==================== o_col_drain
==> o_col_drain/gate_families.png <==
Drawn at 6 px/µm.
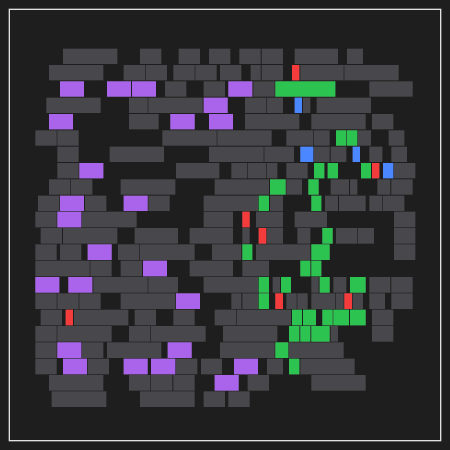

## config.mk

```make
export PLATFORM = sky130hd
export DESIGN_NAME = o_col_drain
export DESIGN_NICKNAME = d
export VERILOG_FILES = /design/src/rtl/o_col_drain_pkg.sv /design/src/rtl/o_col_drain_row.sv /design/src/rtl/o_col_drain.sv
export SDC_FILE = /design/constraint.sdc
export NUM_CORES = 1
export LEC_CHECK = 0
export CORE_MARGIN = 4
export CORE_UTILIZATION = 42
export DETAILED_ROUTE_END_ITERATION = 10
export GPL_ROUTABILITY_DRIVEN = 0
export PLACE_DENSITY = 0.78
export SYNTH_ARGS = -nofsm -noshare
export SYNTH_HDL_FRONTEND = slang
export SYNTH_SLANG_ARGS = --single-unit
export TNS_END_PERCENT = 100
```

## constraint.sdc

```tcl
create_clock -name i_clk -period 1.75 [get_ports i_clk]
set_input_delay 0.175 -clock i_clk [delete_from_list [all_inputs] [get_ports i_clk]]
set_output_delay 0.175 -clock i_clk [all_outputs]
set_load 0.05 [all_outputs]
```

## src/rtl/o_col_drain_pkg.sv

```systemverilog
// Shared types for the column drain: FSM encoding and MSB-first column packing helper.
// Column 0 occupies the most significant slice of a packed row.
package o_col_drain_pkg;

    typedef enum logic [1:0] {
        StIdle  = 2'd0,
        StIssue = 2'd1,
        StWait  = 2'd2,
        StDone  = 2'd3
    } state_e;

    // Bit offset of column col's slice within a packed row of ncol words of width w.
    function automatic int unsigned col_lsb(input int unsigned col, input int unsigned ncol,
                                            input int unsigned w);
        return (ncol - 1 - col) * w;
    endfunction

endpackage

```

## src/rtl/o_col_drain_row.sv

```systemverilog
// One-entry output holding register with valid/ready handshake and a load strobe.
// A load in the handshake cycle replaces the accepted row and keeps valid high.
module o_row_reg #(
    parameter int unsigned W = 24
) (
    input  logic         i_clk,
    input  logic         i_rst,
    input  logic         i_load,
    input  logic [W-1:0] i_data,
    input  logic         i_ready,
    output logic [W-1:0] o_data,
    output logic         o_valid
);

    logic [W-1:0] data_q, data_d;
    logic         valid_q, valid_d;

    always_comb begin
        data_d  = data_q;
        valid_d = valid_q;
        if (i_load) begin
            data_d  = i_data;
            valid_d = 1'b1;
        end else if (i_ready) begin
            valid_d = 1'b0;
        end
    end

    always_ff @(posedge i_clk or posedge i_rst) begin
        if (i_rst) begin
            data_q  <= '0;
            valid_q <= 1'b0;
        end else begin
            data_q  <= data_d;
            valid_q <= valid_d;
        end
    end

    assign o_data  = data_q;
    assign o_valid = valid_q;

endmodule

```

## src/rtl/o_col_drain.sv

```systemverilog
// Drains the per-column output FIFOs of the systolic array in lockstep and
// realigns the skewed column words into whole rows for writeback.
module o_col_drain
    import o_col_drain_pkg::*;
#(
    parameter int unsigned COL    = 3,
    parameter int unsigned W_DATA = 8,
    parameter int unsigned W_CNT  = 8
) (
    input  logic                  i_clk,
    input  logic                  i_rst,
    input  logic                  i_start,
    input  logic [W_CNT-1:0]      i_num_rows,
    input  logic [W_DATA*COL-1:0] i_fifo_data,
    input  logic [COL-1:0]        i_fifo_empty,
    input  logic [COL-1:0]        i_fifo_valid,
    output logic [COL-1:0]        o_fifo_re,
    output logic [W_DATA*COL-1:0] o_row,
    output logic                  o_row_valid,
    input  logic                  i_row_ready,
    output logic                  o_busy,
    output logic                  o_done,
    output logic                  o_err
);

    state_e           state_q, state_d;
    logic [W_CNT-1:0] cnt_q, cnt_d;
    logic             err_q, err_d;
    logic             slot_free;
    logic             issue;
    logic             capture;

    // Issuing only when the slot is free (or frees this cycle) guarantees the
    // capture one cycle later never overwrites an unaccepted row.
    assign slot_free = !o_row_valid || i_row_ready;

    always_comb begin
        state_d = state_q;
        cnt_d   = cnt_q;
        err_d   = err_q;
        issue   = 1'b0;
        capture = 1'b0;
        unique case (state_q)
            StIdle: begin
                if (i_start) begin
                    cnt_d   = i_num_rows;
                    err_d   = 1'b0;
                    state_d = (i_num_rows == '0) ? StDone : StIssue;
                end
            end
            StIssue: begin
                if (!(|i_fifo_empty) && slot_free) begin
                    issue   = 1'b1;
                    state_d = StWait;
                end
            end
            StWait: begin
                if (&i_fifo_valid) begin
                    capture = 1'b1;
                    cnt_d   = cnt_q - W_CNT'(1);
                    state_d = (cnt_q == W_CNT'(1)) ? StDone : StIssue;
                end else begin
                    err_d   = 1'b1;
                    state_d = StDone;
                end
            end
            StDone: begin
                state_d = StIdle;
            end
            default: begin
                state_d = StIdle;
            end
        endcase
    end

    always_ff @(posedge i_clk or posedge i_rst) begin
        if (i_rst) begin
            state_q <= StIdle;
            cnt_q   <= '0;
            err_q   <= 1'b0;
        end else begin
            state_q <= state_d;
            cnt_q   <= cnt_d;
            err_q   <= err_d;
        end
    end

    o_row_reg #(
        .W(W_DATA * COL)
    ) u_row_reg (
        .i_clk  (i_clk),
        .i_rst  (i_rst),
        .i_load (capture),
        .i_data (i_fifo_data),
        .i_ready(i_row_ready),
        .o_data (o_row),
        .o_valid(o_row_valid)
    );

    assign o_fifo_re = {COL{issue}};
    assign o_busy    = (state_q != StIdle);
    assign o_done    = (state_q == StDone);
    assign o_err     = err_q;

endmodule

```

==================== pps_timekeeper
File: src/rtl/pps_timekeeper.sv
`default_nettype none
// ============================================================================
//  Module   : pps_timekeeper
//  Purpose  : NCO-based 1 Hz pulse generator with cascaded seconds/minutes/
//             hours counters, a time-set port, run/freeze control and
//             LED-ready status outputs. Intended to sit directly behind the
//             PLL in LED/clock demo tops.
//  Revision : 1.0 - initial release
// ----------------------------------------------------------------------------
//  Ports
//    CLK          in   1      core clock (PLL output)
//    RST          in   1      synchronous reset, active-high
//    run          in   1      1 = accumulator advances, 0 = frozen
//    inc_load     in   1      load inc_value into the increment register
//    inc_value    in   ACC_W  new NCO increment
//    time_set     in   1      load set_* into counters, clear accumulator
//    set_sec      in   6      seconds value for time_set
//    set_min      in   6      minutes value for time_set
//    set_hour     in   5      hours value for time_set
//    pps          out  1      one-cycle pulse per accumulator wrap
//    min_tick     out  1      one-cycle pulse when seconds wrap to 0
//    hour_tick    out  1      one-cycle pulse when minutes wrap to 0
//    secs         out  6      current seconds
//    mins         out  6      current minutes
//    hours        out  5      current hours
//    led_phase    out  1      high while acc top two bits are 2'b00
//    led_minute_n out  1      low while secs == 0 (active-low LED)
//  Optional (macro PPS_TIMEKEEPER_ALARM_EN):
//    alarm_min    in   6      alarm minutes
//    alarm_hour   in   5      alarm hours
//    alarm_arm    in   1      alarm enable
//    alarm        out  1      registered one-cycle alarm pulse
// ============================================================================
module pps_timekeeper #(
   parameter int                 ACC_W       = 32,
   parameter logic [ACC_W-1:0]   INC_DEFAULT = 172,
   parameter int                 SEC_MOD     = 60,
   parameter int                 MIN_MOD     = 60,
   parameter int                 HOUR_MOD    = 24
) (
   input  logic             CLK,
   input  logic             RST,
   input  logic             run,
   input  logic             inc_load,
   input  logic [ACC_W-1:0] inc_value,
   input  logic             time_set,
   input  logic [5:0]       set_sec,
   input  logic [5:0]       set_min,
   input  logic [4:0]       set_hour,
`ifdef PPS_TIMEKEEPER_ALARM_EN
   input  logic [5:0]       alarm_min,
   input  logic [4:0]       alarm_hour,
   input  logic             alarm_arm,
   output logic             alarm,
`endif
   output logic             pps,
   output logic             min_tick,
   output logic             hour_tick,
   output logic [5:0]       secs,
   output logic [5:0]       mins,
   output logic [4:0]       hours,
   output logic             led_phase,
   output logic             led_minute_n
);

   // Moduli widened by one bit so a modulus equal to 2^width still compares
   // correctly against the counter value.
   localparam logic [6:0] SEC_MOD_C   = 7'(SEC_MOD);
   localparam logic [6:0] SEC_LAST_C  = 7'(SEC_MOD - 1);
   localparam logic [6:0] MIN_MOD_C   = 7'(MIN_MOD);
   localparam logic [6:0] MIN_LAST_C  = 7'(MIN_MOD - 1);
   localparam logic [5:0] HOUR_MOD_C  = 6'(HOUR_MOD);
   localparam logic [5:0] HOUR_LAST_C = 6'(HOUR_MOD - 1);

   logic [ACC_W-1:0] acc;
   logic [ACC_W-1:0] inc;
   logic [ACC_W:0]   sum;

   logic [5:0]       sec_nxt;
   logic [5:0]       min_nxt;
   logic [4:0]       hour_nxt;
   logic             sec_carry;
   logic             min_carry;

   logic [5:0]       set_sec_ok;
   logic [5:0]       set_min_ok;
   logic [4:0]       set_hour_ok;

   // Carry out of the top bit is the raw 1 Hz event.
   assign sum = {1'b0, acc} + {1'b0, inc};

   // Out-of-range preset values collapse to zero.
   assign set_sec_ok  = ({1'b0, set_sec}  >= SEC_MOD_C)  ? 6'd0 : set_sec;
   assign set_min_ok  = ({1'b0, set_min}  >= MIN_MOD_C)  ? 6'd0 : set_min;
   assign set_hour_ok = ({1'b0, set_hour} >= HOUR_MOD_C) ? 5'd0 : set_hour;

   // Counter cascade. The registered pps drives the seconds stage, so the
   // counters lag the pps assertion by one cycle. An out-of-range counter
   // is cleared without producing a carry.
   always_comb begin
      sec_nxt   = secs;
      min_nxt   = mins;
      hour_nxt  = hours;
      sec_carry = 1'b0;
      min_carry = 1'b0;

      if ({1'b0, secs} >= SEC_MOD_C) begin
         sec_nxt = 6'd0;
      end else if (pps) begin
         if ({1'b0, secs} == SEC_LAST_C) begin
            sec_nxt   = 6'd0;
            sec_carry = 1'b1;
         end else begin
            sec_nxt = secs + 6'd1;
         end
      end

      if ({1'b0, mins} >= MIN_MOD_C) begin
         min_nxt = 6'd0;
      end else if (sec_carry) begin
         if ({1'b0, mins} == MIN_LAST_C) begin
            min_nxt   = 6'd0;
            min_carry = 1'b1;
         end else begin
            min_nxt = mins + 6'd1;
         end
      end

      if ({1'b0, hours} >= HOUR_MOD_C) begin
         hour_nxt = 5'd0;
      end else if (min_carry) begin
         if ({1'b0, hours} == HOUR_LAST_C) begin
            hour_nxt = 5'd0;
         end else begin
            hour_nxt = hours + 5'd1;
         end
      end
   end

   always_ff @(posedge CLK) begin
      if (RST) begin
         acc       <= '0;
         inc       <= INC_DEFAULT;
         pps       <= 1'b0;
         min_tick  <= 1'b0;
         hour_tick <= 1'b0;
         secs      <= 6'd0;
         mins      <= 6'd0;
         hours     <= 5'd0;
      end else begin
         // Increment load is independent of time_set; both may act together.
         if (inc_load) begin
            inc <= inc_value;
         end

         if (time_set) begin
            acc       <= '0;
            pps       <= 1'b0;
            min_tick  <= 1'b0;
            hour_tick <= 1'b0;
            secs      <= set_sec_ok;
            mins      <= set_min_ok;
            hours     <= set_hour_ok;
         end else begin
            if (run) begin
               acc <= sum[ACC_W-1:0];
               pps <= sum[ACC_W];
            end else begin
               pps <= 1'b0;
            end
            // A pps already registered is consumed even while frozen.
            secs      <= sec_nxt;
            mins      <= min_nxt;
            hours     <= hour_nxt;
            min_tick  <= sec_carry;
            hour_tick <= min_carry;
         end
      end
   end

`ifdef PPS_TIMEKEEPER_ALARM_EN
   logic alarm_hit;

   // Match is judged on the values the counters are about to take, so the
   // pulse lines up with the edge that makes them equal.
   always_comb begin
      alarm_hit = 1'b0;
      if (time_set) begin
         alarm_hit = (set_min_ok == alarm_min) && (set_hour_ok == alarm_hour);
      end else if (sec_carry) begin
         alarm_hit = (min_nxt == alarm_min) && (hour_nxt == alarm_hour);
      end
   end

   always_ff @(posedge CLK) begin
      if (RST) begin
         alarm <= 1'b0;
      end else begin
         alarm <= alarm_arm && alarm_hit;
      end
   end
`endif

   assign led_phase    = (acc[ACC_W-1 -: 2] == 2'b00);
   assign led_minute_n = (secs != 6'd0);

endmodule
`default_nettype wire

File: config.mk
export PLATFORM = sky130hd
export DESIGN_NAME = pps_timekeeper
export DESIGN_NICKNAME = d
export VERILOG_FILES = /design/src/rtl/pps_timekeeper.sv
export SDC_FILE = /design/constraint.sdc
export NUM_CORES = 1
export LEC_CHECK = 0
export CAP_MARGIN = 5
export CORE_MARGIN = 5
export CORE_UTILIZATION = 55
export DETAILED_ROUTE_END_ITERATION = 16
export DONT_BUFFER_PORTS = 1
export PLACE_DENSITY = 0.69
export SLEW_MARGIN = 5
export SYNTH_ARGS = -nofsm -noshare
export SYNTH_HDL_FRONTEND = slang
export SYNTH_SLANG_ARGS = --single-unit
File: constraint.sdc
create_clock -name CLK -period 4.7 [get_ports CLK]
set_clock_uncertainty 0.1 [all_clocks]
set_input_delay 0.47 -clock CLK [delete_from_list [all_inputs] [get_ports CLK]]
set_output_delay 0.47 -clock CLK [all_outputs]
set_load 0.005 [all_outputs]
==================== interconnect_two_data_to_sfft
`src/rtl/interconnect_two_data_to_sfft.sv`:
```
// Merges the even (chet) and odd (Nchet) half-blocks into one NFFT-sample burst for the FFT.
// Each side is buffered to NFFT/2 samples; once both are full and the FFT waits, the block plays out NFFT samples back to back.
module interconnect_two_data_to_sfft #(
  parameter int SIZE_BUFFER   = 3,
  parameter int DATA_FFT_SIZE = 16,
  parameter int INTERLEAVE    = 1
) (
  input  logic                     clk,
  input  logic                     reset,
  input  logic                     valid_chet,
  input  logic [DATA_FFT_SIZE-1:0] data_chet_i,
  input  logic [DATA_FFT_SIZE-1:0] data_chet_q,
  output logic                     flag_ready_recive_chet,
  input  logic                     valid_Nchet,
  input  logic [DATA_FFT_SIZE-1:0] data_Nchet_i,
  input  logic [DATA_FFT_SIZE-1:0] data_Nchet_q,
  output logic                     flag_ready_recive_Nchet,
  input  logic                     fft_wayt_data,
  output logic [DATA_FFT_SIZE-1:0] out_data_i,
  output logic [DATA_FFT_SIZE-1:0] out_data_q,
  output logic                     outvalid,
  output logic [SIZE_BUFFER-1:0]   counter_data,
  output logic                     out_last
);

  localparam int NFFT = 1 << SIZE_BUFFER;
  localparam int HALF = NFFT / 2;
  localparam int AW   = SIZE_BUFFER - 1;
  localparam logic [SIZE_BUFFER-1:0] HALF_C = SIZE_BUFFER'(HALF);
  localparam logic [SIZE_BUFFER-1:0] LAST_C = SIZE_BUFFER'(NFFT - 1);
  localparam logic [SIZE_BUFFER-1:0] ONE_C  = SIZE_BUFFER'(1);

  typedef enum logic [1:0] {FILL, WAIT_FFT, SEND} state_t;

  state_t                   state_q, state_d;
  logic [SIZE_BUFFER-1:0]   cnt_chet_q, cnt_chet_d;
  logic [SIZE_BUFFER-1:0]   cnt_nchet_q, cnt_nchet_d;
  logic [SIZE_BUFFER-1:0]   idx_q, idx_d;
  logic [DATA_FFT_SIZE-1:0] dat_i_q, dat_i_d;
  logic [DATA_FFT_SIZE-1:0] dat_q_q, dat_q_d;
  logic                     vld_q, vld_d;
  logic                     last_q, last_d;

  logic [DATA_FFT_SIZE-1:0] chet_i_mem  [HALF];
  logic [DATA_FFT_SIZE-1:0] chet_q_mem  [HALF];
  logic [DATA_FFT_SIZE-1:0] nchet_i_mem [HALF];
  logic [DATA_FFT_SIZE-1:0] nchet_q_mem [HALF];

  logic                     acc_chet, acc_nchet;
  logic [SIZE_BUFFER-1:0]   sel_idx;
  logic                     rd_nchet;
  logic [AW-1:0]            rd_addr;
  logic [DATA_FFT_SIZE-1:0] rd_i, rd_q;

  assign flag_ready_recive_chet  = !reset && (state_q == FILL) && (cnt_chet_q  < HALF_C);
  assign flag_ready_recive_Nchet = !reset && (state_q == FILL) && (cnt_nchet_q < HALF_C);
  assign acc_chet  = valid_chet  && flag_ready_recive_chet;
  assign acc_nchet = valid_Nchet && flag_ready_recive_Nchet;

  always_ff @(posedge clk) begin
    if (acc_chet) begin
      chet_i_mem[cnt_chet_q[AW-1:0]] <= data_chet_i;
      chet_q_mem[cnt_chet_q[AW-1:0]] <= data_chet_q;
    end
    if (acc_nchet) begin
      nchet_i_mem[cnt_nchet_q[AW-1:0]] <= data_Nchet_i;
      nchet_q_mem[cnt_nchet_q[AW-1:0]] <= data_Nchet_q;
    end
  end

  // Index of the sample loaded on the coming edge: 0 when leaving WAIT_FFT, else one past the current one.
  assign sel_idx = (state_q == SEND) ? (idx_q + ONE_C) : '0;

  always_comb begin
    rd_nchet = 1'b0;
    rd_addr  = '0;
    if (INTERLEAVE != 0) begin
      rd_nchet = sel_idx[0];
      rd_addr  = sel_idx[SIZE_BUFFER-1:1];
    end else begin
      rd_nchet = sel_idx[SIZE_BUFFER-1];
      rd_addr  = sel_idx[AW-1:0];
    end
    rd_i = rd_nchet ? nchet_i_mem[rd_addr] : chet_i_mem[rd_addr];
    rd_q = rd_nchet ? nchet_q_mem[rd_addr] : chet_q_mem[rd_addr];
  end

  always_comb begin
    state_d     = state_q;
    cnt_chet_d  = cnt_chet_q;
    cnt_nchet_d = cnt_nchet_q;
    idx_d       = idx_q;
    dat_i_d     = dat_i_q;
    dat_q_d     = dat_q_q;
    vld_d       = vld_q;
    last_d      = last_q;
    if (acc_chet)  cnt_chet_d  = cnt_chet_q + ONE_C;
    if (acc_nchet) cnt_nchet_d = cnt_nchet_q + ONE_C;
    case (state_q)
      FILL: begin
        vld_d  = 1'b0;
        last_d = 1'b0;
        if ((cnt_chet_q == HALF_C) && (cnt_nchet_q == HALF_C)) state_d = WAIT_FFT;
      end
      WAIT_FFT: begin
        if (fft_wayt_data) begin
          state_d = SEND;
          vld_d   = 1'b1;
          idx_d   = '0;
          dat_i_d = rd_i;
          dat_q_d = rd_q;
          last_d  = 1'b0;
        end
      end
      SEND: begin
        if (idx_q == LAST_C) begin
          // Block done: data output keeps its last value, both sides reopen.
          state_d     = FILL;
          vld_d       = 1'b0;
          last_d      = 1'b0;
          idx_d       = '0;
          cnt_chet_d  = '0;
          cnt_nchet_d = '0;
        end else begin
          vld_d   = 1'b1;
          idx_d   = sel_idx;
          dat_i_d = rd_i;
          dat_q_d = rd_q;
          last_d  = (sel_idx == LAST_C);
        end
      end
      default: state_d = FILL;
    endcase
  end

  always_ff @(posedge clk) begin
    if (reset) begin
      state_q     <= FILL;
      cnt_chet_q  <= '0;
      cnt_nchet_q <= '0;
      idx_q       <= '0;
      dat_i_q     <= '0;
      dat_q_q     <= '0;
      vld_q       <= 1'b0;
      last_q      <= 1'b0;
    end else begin
      state_q     <= state_d;
      cnt_chet_q  <= cnt_chet_d;
      cnt_nchet_q <= cnt_nchet_d;
      idx_q       <= idx_d;
      dat_i_q     <= dat_i_d;
      dat_q_q     <= dat_q_d;
      vld_q       <= vld_d;
      last_q      <= last_d;
    end
  end

  assign out_data_i   = dat_i_q;
  assign out_data_q   = dat_q_q;
  assign outvalid     = vld_q;
  assign counter_data = idx_q;
  assign out_last     = last_q;

endmodule
```
`config.mk`:
```
export PLATFORM = sky130hd
export DESIGN_NAME = interconnect_two_data_to_sfft
export DESIGN_NICKNAME = d
export VERILOG_FILES = /design/src/rtl/interconnect_two_data_to_sfft.sv
export SDC_FILE = /design/constraint.sdc
export NUM_CORES = 1
export LEC_CHECK = 0
export CAP_MARGIN = 0
export CORE_MARGIN = 5
export CORE_UTILIZATION = 50
export DETAILED_ROUTE_END_ITERATION = 8
export PLACE_DENSITY = 0.71
export RECOVER_POWER = 25
export SYNTH_ARGS = -nofsm -noshare
export SYNTH_HDL_FRONTEND = slang
export SYNTH_SLANG_ARGS = --single-unit
```
`constraint.sdc`:
```
create_clock -name clk -period 3.85 [get_ports clk]
set_input_delay 0.77 -clock clk [delete_from_list [all_inputs] [get_ports clk]]
set_output_delay 0.77 -clock clk [all_outputs]
set_load 0.05 [all_outputs]
```
==================== duty_cycle_meter_mc
<file path="src/rtl/duty_cycle_meter_mc.sv">
// Gated multi-channel duty-cycle and rising-edge meter.
// Counts high cycles and rising edges per channel over a fixed GATE_CYCLES window.
module duty_cycle_meter_mc #(
  parameter int NUM_CH      = 4,
  parameter int CNT_W       = 32,
  parameter int GATE_CYCLES = 100,
  parameter int SYNC_STAGES = 2
) (
  input  logic                    sys_clk,
  input  logic                    rst,
  input  logic [NUM_CH-1:0]       sig_in,
  input  logic                    start,
  input  logic                    continuous,
  output logic                    busy,
  output logic                    meas_valid,
  output logic [NUM_CH*CNT_W-1:0] high_cnt,
  output logic [NUM_CH*CNT_W-1:0] rise_cnt,
  output logic [NUM_CH-1:0]       ovf
);
  // state | meaning
  // IDLE  | waiting for start or continuous; accumulators held at zero
  // GATE  | window open, every channel sampled once per cycle
  // LATCH | accumulators copied to result registers, meas_valid strobed

  localparam int GW = $clog2(GATE_CYCLES);
  localparam logic [GW-1:0]    GATE_LAST = GW'(GATE_CYCLES - 1);
  localparam logic [CNT_W-1:0] CNT_MAX   = {CNT_W{1'b1}};

  typedef enum logic [1:0] {IDLE, GATE, LATCH} state_t;

  state_t                              state_q, state_d;
  logic [GW-1:0]                       gate_cnt_q, gate_cnt_d;
  logic [SYNC_STAGES-1:0][NUM_CH-1:0]  sync_q, sync_d;
  logic [NUM_CH-1:0]                   prev_q, prev_d;
  logic [NUM_CH-1:0]                   s;
  logic [NUM_CH-1:0][CNT_W-1:0]        acc_h_q, acc_h_d;
  logic [NUM_CH-1:0][CNT_W-1:0]        acc_r_q, acc_r_d;
  logic [NUM_CH-1:0]                   ovf_acc_q, ovf_acc_d;
  logic [NUM_CH-1:0][CNT_W-1:0]        high_q, high_d;
  logic [NUM_CH-1:0][CNT_W-1:0]        rise_q, rise_d;
  logic [NUM_CH-1:0]                   ovf_q, ovf_d;
  logic                                busy_q, busy_d;
  logic                                meas_valid_q, meas_valid_d;

  // synchroniser and previous-sample register run in every state
  always_comb begin
    sync_d    = sync_q;
    sync_d[0] = sig_in;
    for (int k = 1; k < SYNC_STAGES; k++) begin
      sync_d[k] = sync_q[k-1];
    end
  end

  assign s      = sync_q[SYNC_STAGES-1];
  assign prev_d = s;

  always_comb begin
    state_d      = state_q;
    gate_cnt_d   = gate_cnt_q;
    acc_h_d      = acc_h_q;
    acc_r_d      = acc_r_q;
    ovf_acc_d    = ovf_acc_q;
    high_d       = high_q;
    rise_d       = rise_q;
    ovf_d        = ovf_q;
    meas_valid_d = 1'b0;
    unique case (state_q)
      IDLE: begin
        acc_h_d   = '0;
        acc_r_d   = '0;
        ovf_acc_d = '0;
        if (start || continuous) begin
          state_d    = GATE;
          gate_cnt_d = '0;
        end
      end
      GATE: begin
        // saturating accumulate; a blocked increment marks the channel overflowed
        for (int i = 0; i < NUM_CH; i++) begin
          if (s[i]) begin
            if (acc_h_q[i] == CNT_MAX) ovf_acc_d[i] = 1'b1;
            else                       acc_h_d[i]   = acc_h_q[i] + CNT_W'(1);
          end
          if (s[i] && !prev_q[i]) begin
            if (acc_r_q[i] == CNT_MAX) ovf_acc_d[i] = 1'b1;
            else                       acc_r_d[i]   = acc_r_q[i] + CNT_W'(1);
          end
        end
        if (gate_cnt_q == GATE_LAST) begin
          state_d    = LATCH;
          gate_cnt_d = '0;
        end else begin
          gate_cnt_d = gate_cnt_q + GW'(1);
        end
      end
      LATCH: begin
        high_d       = acc_h_q;
        rise_d       = acc_r_q;
        ovf_d        = ovf_acc_q;
        meas_valid_d = 1'b1;
        acc_h_d      = '0;
        acc_r_d      = '0;
        ovf_acc_d    = '0;
        gate_cnt_d   = '0;
        state_d      = continuous ? GATE : IDLE;
      end
      default: state_d = IDLE;
    endcase
    busy_d = (state_d != IDLE);
  end

  always_ff @(posedge sys_clk) begin
    if (rst) begin
      state_q      <= IDLE;
      gate_cnt_q   <= '0;
      sync_q       <= '0;
      prev_q       <= '0;
      acc_h_q      <= '0;
      acc_r_q      <= '0;
      ovf_acc_q    <= '0;
      high_q       <= '0;
      rise_q       <= '0;
      ovf_q        <= '0;
      busy_q       <= 1'b0;
      meas_valid_q <= 1'b0;
    end else begin
      state_q      <= state_d;
      gate_cnt_q   <= gate_cnt_d;
      sync_q       <= sync_d;
      prev_q       <= prev_d;
      acc_h_q      <= acc_h_d;
      acc_r_q      <= acc_r_d;
      ovf_acc_q    <= ovf_acc_d;
      high_q       <= high_d;
      rise_q       <= rise_d;
      ovf_q        <= ovf_d;
      busy_q       <= busy_d;
      meas_valid_q <= meas_valid_d;
    end
  end

  assign busy       = busy_q;
  assign meas_valid = meas_valid_q;
  assign high_cnt   = high_q;
  assign rise_cnt   = rise_q;
  assign ovf        = ovf_q;

endmodule

</file>
<file path="config.mk">
export PLATFORM = sky130hd
export DESIGN_NAME = duty_cycle_meter_mc
export DESIGN_NICKNAME = d
export VERILOG_FILES = /design/src/rtl/duty_cycle_meter_mc.sv
export SDC_FILE = /design/constraint.sdc
export NUM_CORES = 1
export LEC_CHECK = 0
export ABC_AREA = 1
export ABC_CLOCK_PERIOD_IN_PS = 2700
export CORE_ASPECT_RATIO = 0.7
export CORE_MARGIN = 5
export CORE_UTILIZATION = 29
export CTS_CLUSTER_DIAMETER = 50
export DETAILED_ROUTE_END_ITERATION = 8
export DONT_BUFFER_PORTS = 1
export GPL_ROUTABILITY_DRIVEN = 0
export PLACE_DENSITY = 0.41
export SETUP_SLACK_MARGIN = 0.5
export SLEW_MARGIN = 20
export SYNTH_ARGS = -nofsm -noshare
export SYNTH_HDL_FRONTEND = slang
export SYNTH_SLANG_ARGS = --single-unit
</file>
<file path="constraint.sdc">
create_clock -name sys_clk -period 2.7 [get_ports sys_clk]
set_clock_uncertainty 0.2 [all_clocks]
set_input_delay 0.405 -clock sys_clk [delete_from_list [all_inputs] [get_ports sys_clk]]
set_output_delay 0.405 -clock sys_clk [all_outputs]
set_load 0.1 [all_outputs]
</file>
==> duty_cycle_meter_mc/registers.png <==
Drawn at 1 px/µm.
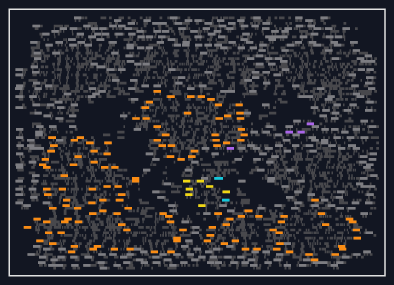
[ovf] purple | sequential cells: 4 | where: middle right
[state_q] cyan | sequential cells: 2
[acc_h_q] orange | sequential cells: 128
[gate_cnt_q] yellow | sequential cells: 7
not colored: 402

==> duty_cycle_meter_mc/met2.png <==
Drawn at 1 px/µm. Cells faint in the background.
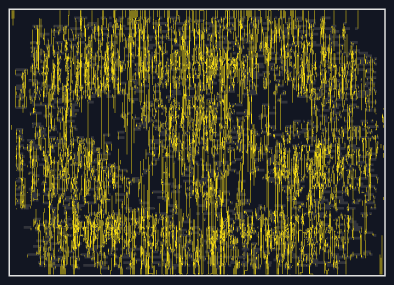
main direction: vertical
share of all routed wire: 40%
nets with wire on the layer: 3228

==> impl_metrics.csv, duty_cycle_meter_mc <==
group,metric,value,unit
run_status,outcome,"finished with violations",
run_status,violations,"hold timing",
setup_path,startpoint,"state_q[1]$_SDFF_PP0_",
cells_and_area,clock_area_frac,0.0786,
setup_path,path_cells,"buf_4 > inv_1 > nor2_4 > buf_4 > buf_8 > o21ai_0 > a21oi_1",
cells_and_area,area_dominant_class,"multi-input combinational cells",
global_route,grt_pass1_wl,151000,µm
sta,finalCriticalPeriod,2.14,ns
routing,drt_iter0_drc,1961,
power_and_ir_drop,maxPowerGroup,"the clock network",
sta,worst_slack,0.555,ns
setup_path,reg2regPathDepth,7,
power_and_ir_drop,power_leakage,0.0131,µW
sta,fmax,466,MHz
sta,hold_violations,183,
sta,hold_slack,-0.316,ns
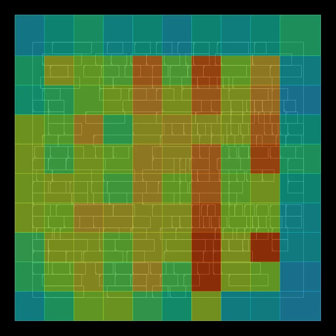
(o_col_drain/final_congestion.png)
grt met2 use: 0.280
GR peak layer: met2
Final Util: 0.698

==> o_col_drain/registers.png <==
Drawn at 6 px/µm.
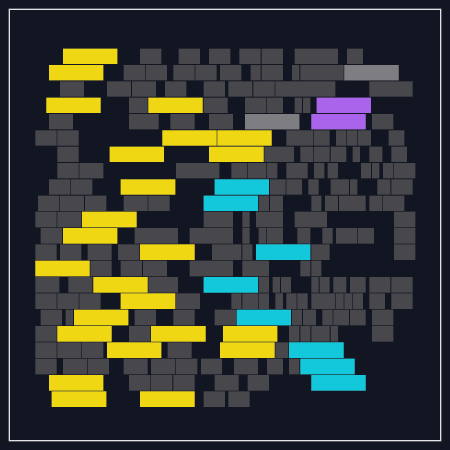
[u_row_reg.o_data] yellow | sequential cells: 24
[cnt_q] cyan | sequential cells: 8
[state_q] purple | sequential cells: 2
not colored: 2

## Picture notes: o_col_drain/gate_families.png
[inverters] red | cells: 7 | most used: inv_1
[multiplexers] purple | cells: 24 | most used: mux2_2
[inverting AOI/OAI gates] green | cells: 30
[NAND gates] blue | cells: 4 | most used: nand2_1

==> impl_metrics.csv, o_col_drain <==
group,metric,value,unit
run_status,outcome,"complete, no violations",
global_route,grt_max_degree,27,
cells_and_area,comb_area,724,µm²
cells_and_area,fillCellCount,279,
routing,routed_wl,4040,µm
power_and_ir_drop,swShare,0.392,
placed_design,dpl.hpwl,3150,µm
power_and_ir_drop,ir_drop,0.000570,V
cells_and_area,area_dominant_class,"flip-flops and latches",
clocking,clock-sinks,36,
sta,fmax,574,MHz
cells_and_area,drive_above_1_share,0.242,
synthesis,mappedNetlistArea,0.00170,mm²
floorplan,n_tap_cell,48,
setup_path,worstPathRequired,1.57,ns
clocking,cts.clk_slew.worst_paths,0.08,ns
cells_and_area,inv_count,7,
synthesis,synth-main-ff-cell,"dfrtp_1",
power_and_ir_drop,pg_clk,567,µW
synthesis,netlist_logic_family_top,"multiplexers",
synthesis,xor_area_frac,0,
cells_and_area,stdcell_count,271,
cells_and_area,seq_area,901,µm²
synthesis,most_common_cell,"dfrtp_1",
setup_path,reg2reg_slack,0.17,ns
global_route,grt_pass1_vias,1474,
synthesis,yosys-stat-area,0.00170,mm²
power_and_ir_drop,maxPowerGroup,"combinational cells",
power_and_ir_drop,p_total,3020,µW
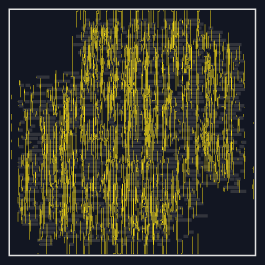
(interconnect_two_data_to_sfft/met2.png)
Drawn at 1.5 px/µm. Cells faint in the background.
nets with wire on the layer: 793
longest straight run: 75.8 µm
wire length on this layer: 13400 µm
main direction: vertical
share of all routed wire: 52%

==> impl_metrics.csv, interconnect_two_data_to_sfft <==
group,metric,value,unit
routing,drt_iter0_drc,435,
synthesis,syn-num-nets,770,
clocking,cts_buffer_depth,3,
setup_path,worstReg2RegStart,"counter_data[0]$_SDFFE_PP0P_",
setup_path,cp-end-kind,"primary output",
placed_design,portBuffers,107,
run_status,outcome,"complete, no violations",
power_and_ir_drop,swShare,0.195,
worst_hold_path,hp-class,"reg2reg",
cells_and_area,nets,899,
setup_path,startpoint,"reset",
synthesis,ys_sh_simple,0.0494,
synthesis,top_area_frac,0.656,
synthesis,most_common_cell,"edfxtp_1",
global_route,grt.met3_usage,0.0290,
global_route,use_met2,0.344,
sta,hold_slack,0.467,ns
cells_and_area,nonClkBufAreaFrac,0.0933,
cells_and_area,ff_count,301,
cells_and_area,stdcell_count,1158,
synthesis,async_flop_share,0,
==> pps_timekeeper/registers.png <==
Drawn at 4 px/µm.
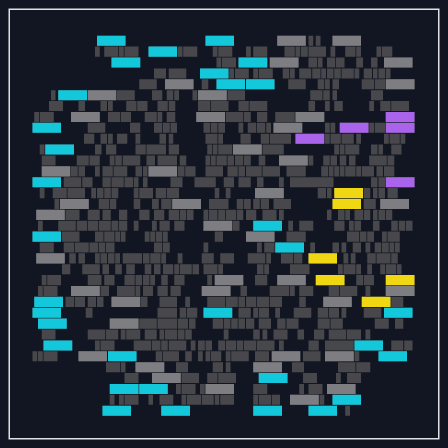
[hours] purple | sequential cells: 5 | where: upper right
[mins] yellow | sequential cells: 6 | where: middle right
[inc] cyan | sequential cells: 32 | where: spread over the die

==> pps_timekeeper/gate_families.png <==
Drawn at 4 px/µm.
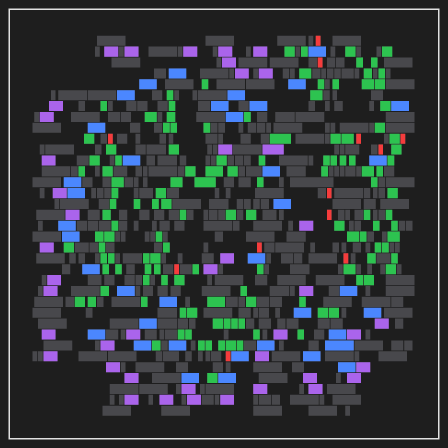
[multiplexers] purple | cells: 42 | most used: mux2i_1 | where: spread over the die
[adder and majority cells] blue | cells: 38 | most used: ha_1 | where: spread over the die
[inverting AOI/OAI gates] green | cells: 130 | most used: a21oi_1
[inverters] red | cells: 12 | most used: inv_1

==> impl_metrics.csv, pps_timekeeper <==
group,metric,value,unit
run_status,outcome,"complete, no violations",
floorplan,dieArea,0.0114,mm²
cells_and_area,nNonClkBuffers,1,
synthesis,async_flop_share,0,
cells_and_area,fillCellCount,840,
cells_and_area,finalInstanceArea,0.00541,mm²
sta,finalMaxSlewViolations,0,
sta,hold_violations,0,
global_route,grt_busiest_layer,"met2",
clocking,cts-htree-levels,3,
synthesis,syn-num-nets,719,
floorplan,core,0.00920,mm²
cells_and_area,area_dominant_class,"multi-input combinational cells",
setup_path,critical_path_buf_inv_count,0,
synthesis,syn_area_per_cell,8.25,µm²
cells_and_area,seq_area,0.00168,mm²
cells_and_area,stdcell_count,725,
setup_path,cp_max_fo,4,
routing,drt_iter0_drc,270,
floorplan,n_tap_cell,111,
synthesis,mappedNetlistArea,0.00517,mm²
power_and_ir_drop,ir_drop,0.000139,V
sta,maxSlewHeadroom,0.479,
worst_hold_path,hp-class,"in2reg",
setup_path,cp_slowest_cell,"a2111oi_2",
synthesis,syn-instance-count,627,
routing,top_layer_used,"met4",
global_route,track_usage,0.214,
cells_and_area,lay_top_count,"nor2_1",

==> gallery <==
A small window of the routed layout.
panel A
Window x 33 to 73, y 55 to 95 µm. Cells in gray, sequential cells in the stronger gray; small squares are vias.
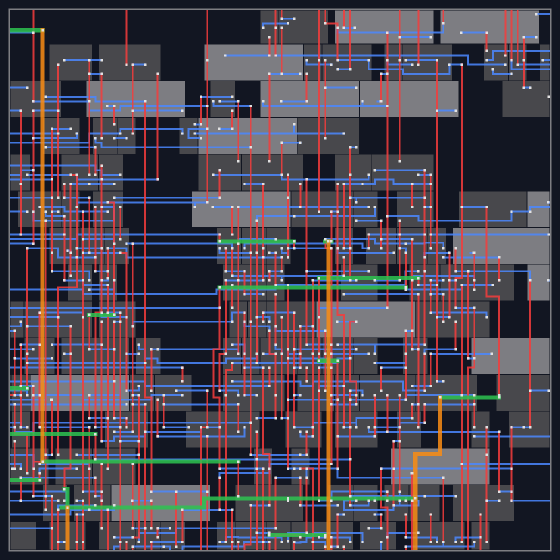
panel B
Window x 16 to 56, y 30 to 70 µm. Cells in gray, sequential cells in the stronger gray; small squares are vias.
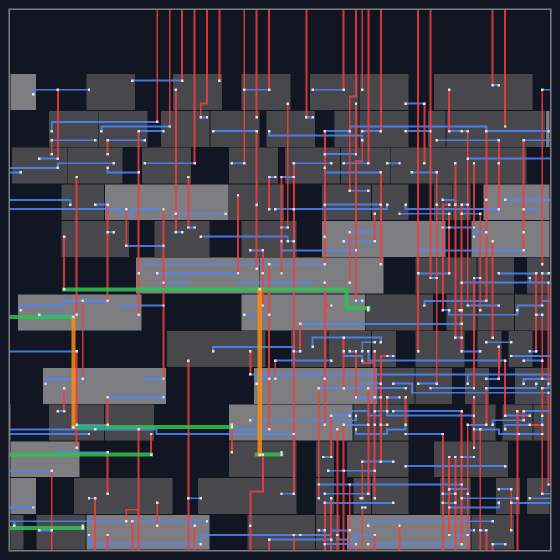
panel C
Window x 167 to 207, y 165 to 205 µm. Cells in gray, sequential cells in the stronger gray; small squares are vias.
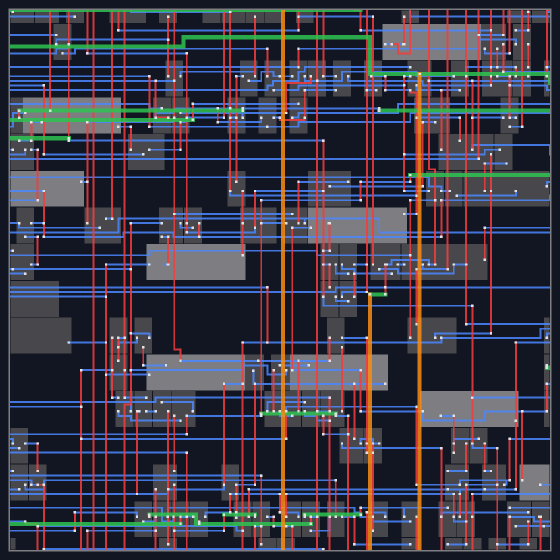
panel D
Window x 62 to 102, y 94 to 134 µm. Cells in gray, sequential cells in the stronger gray; small squares are vias.
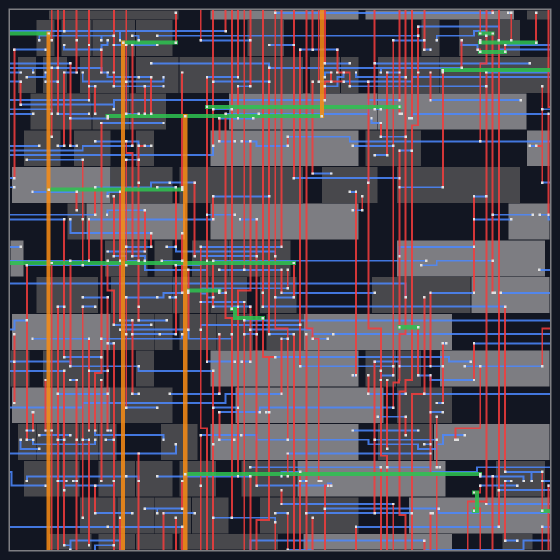
pps_timekeeper: panel A
interconnect_two_data_to_sfft: panel D
duty_cycle_meter_mc: panel C
o_col_drain: panel B

Key to panel B:
[met2] red
[met3] green
[met1] blue
[met4] orange
netlist names of flops here include: u_row_reg.o_data (8), cnt_q (3), state_q (2)
most frequent: clkdlybuf4s50_1 (18), dfrtp_1 (14), mux2_2 (7)
cells with their middle in the window: 84
sequential cells in the window: 14



==> layout pictures side by side <==
Track usage over the die.
Plate I
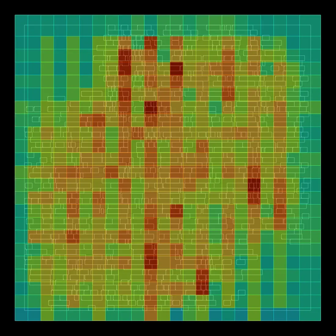
Plate II
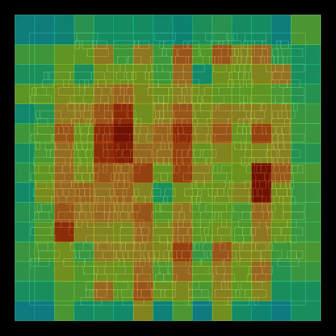
Plate III
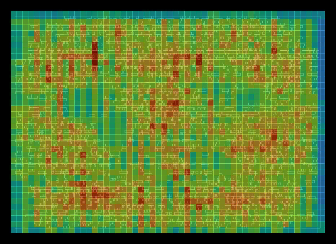
- most wire per cell: Plate I
- lowest utilization: Plate III
Plate II is pps_timekeeper.
Plate I is interconnect_two_data_to_sfft.
Plate III is duty_cycle_meter_mc.

Power figures rest on the tool's default switching activity, not on a simulated workload.
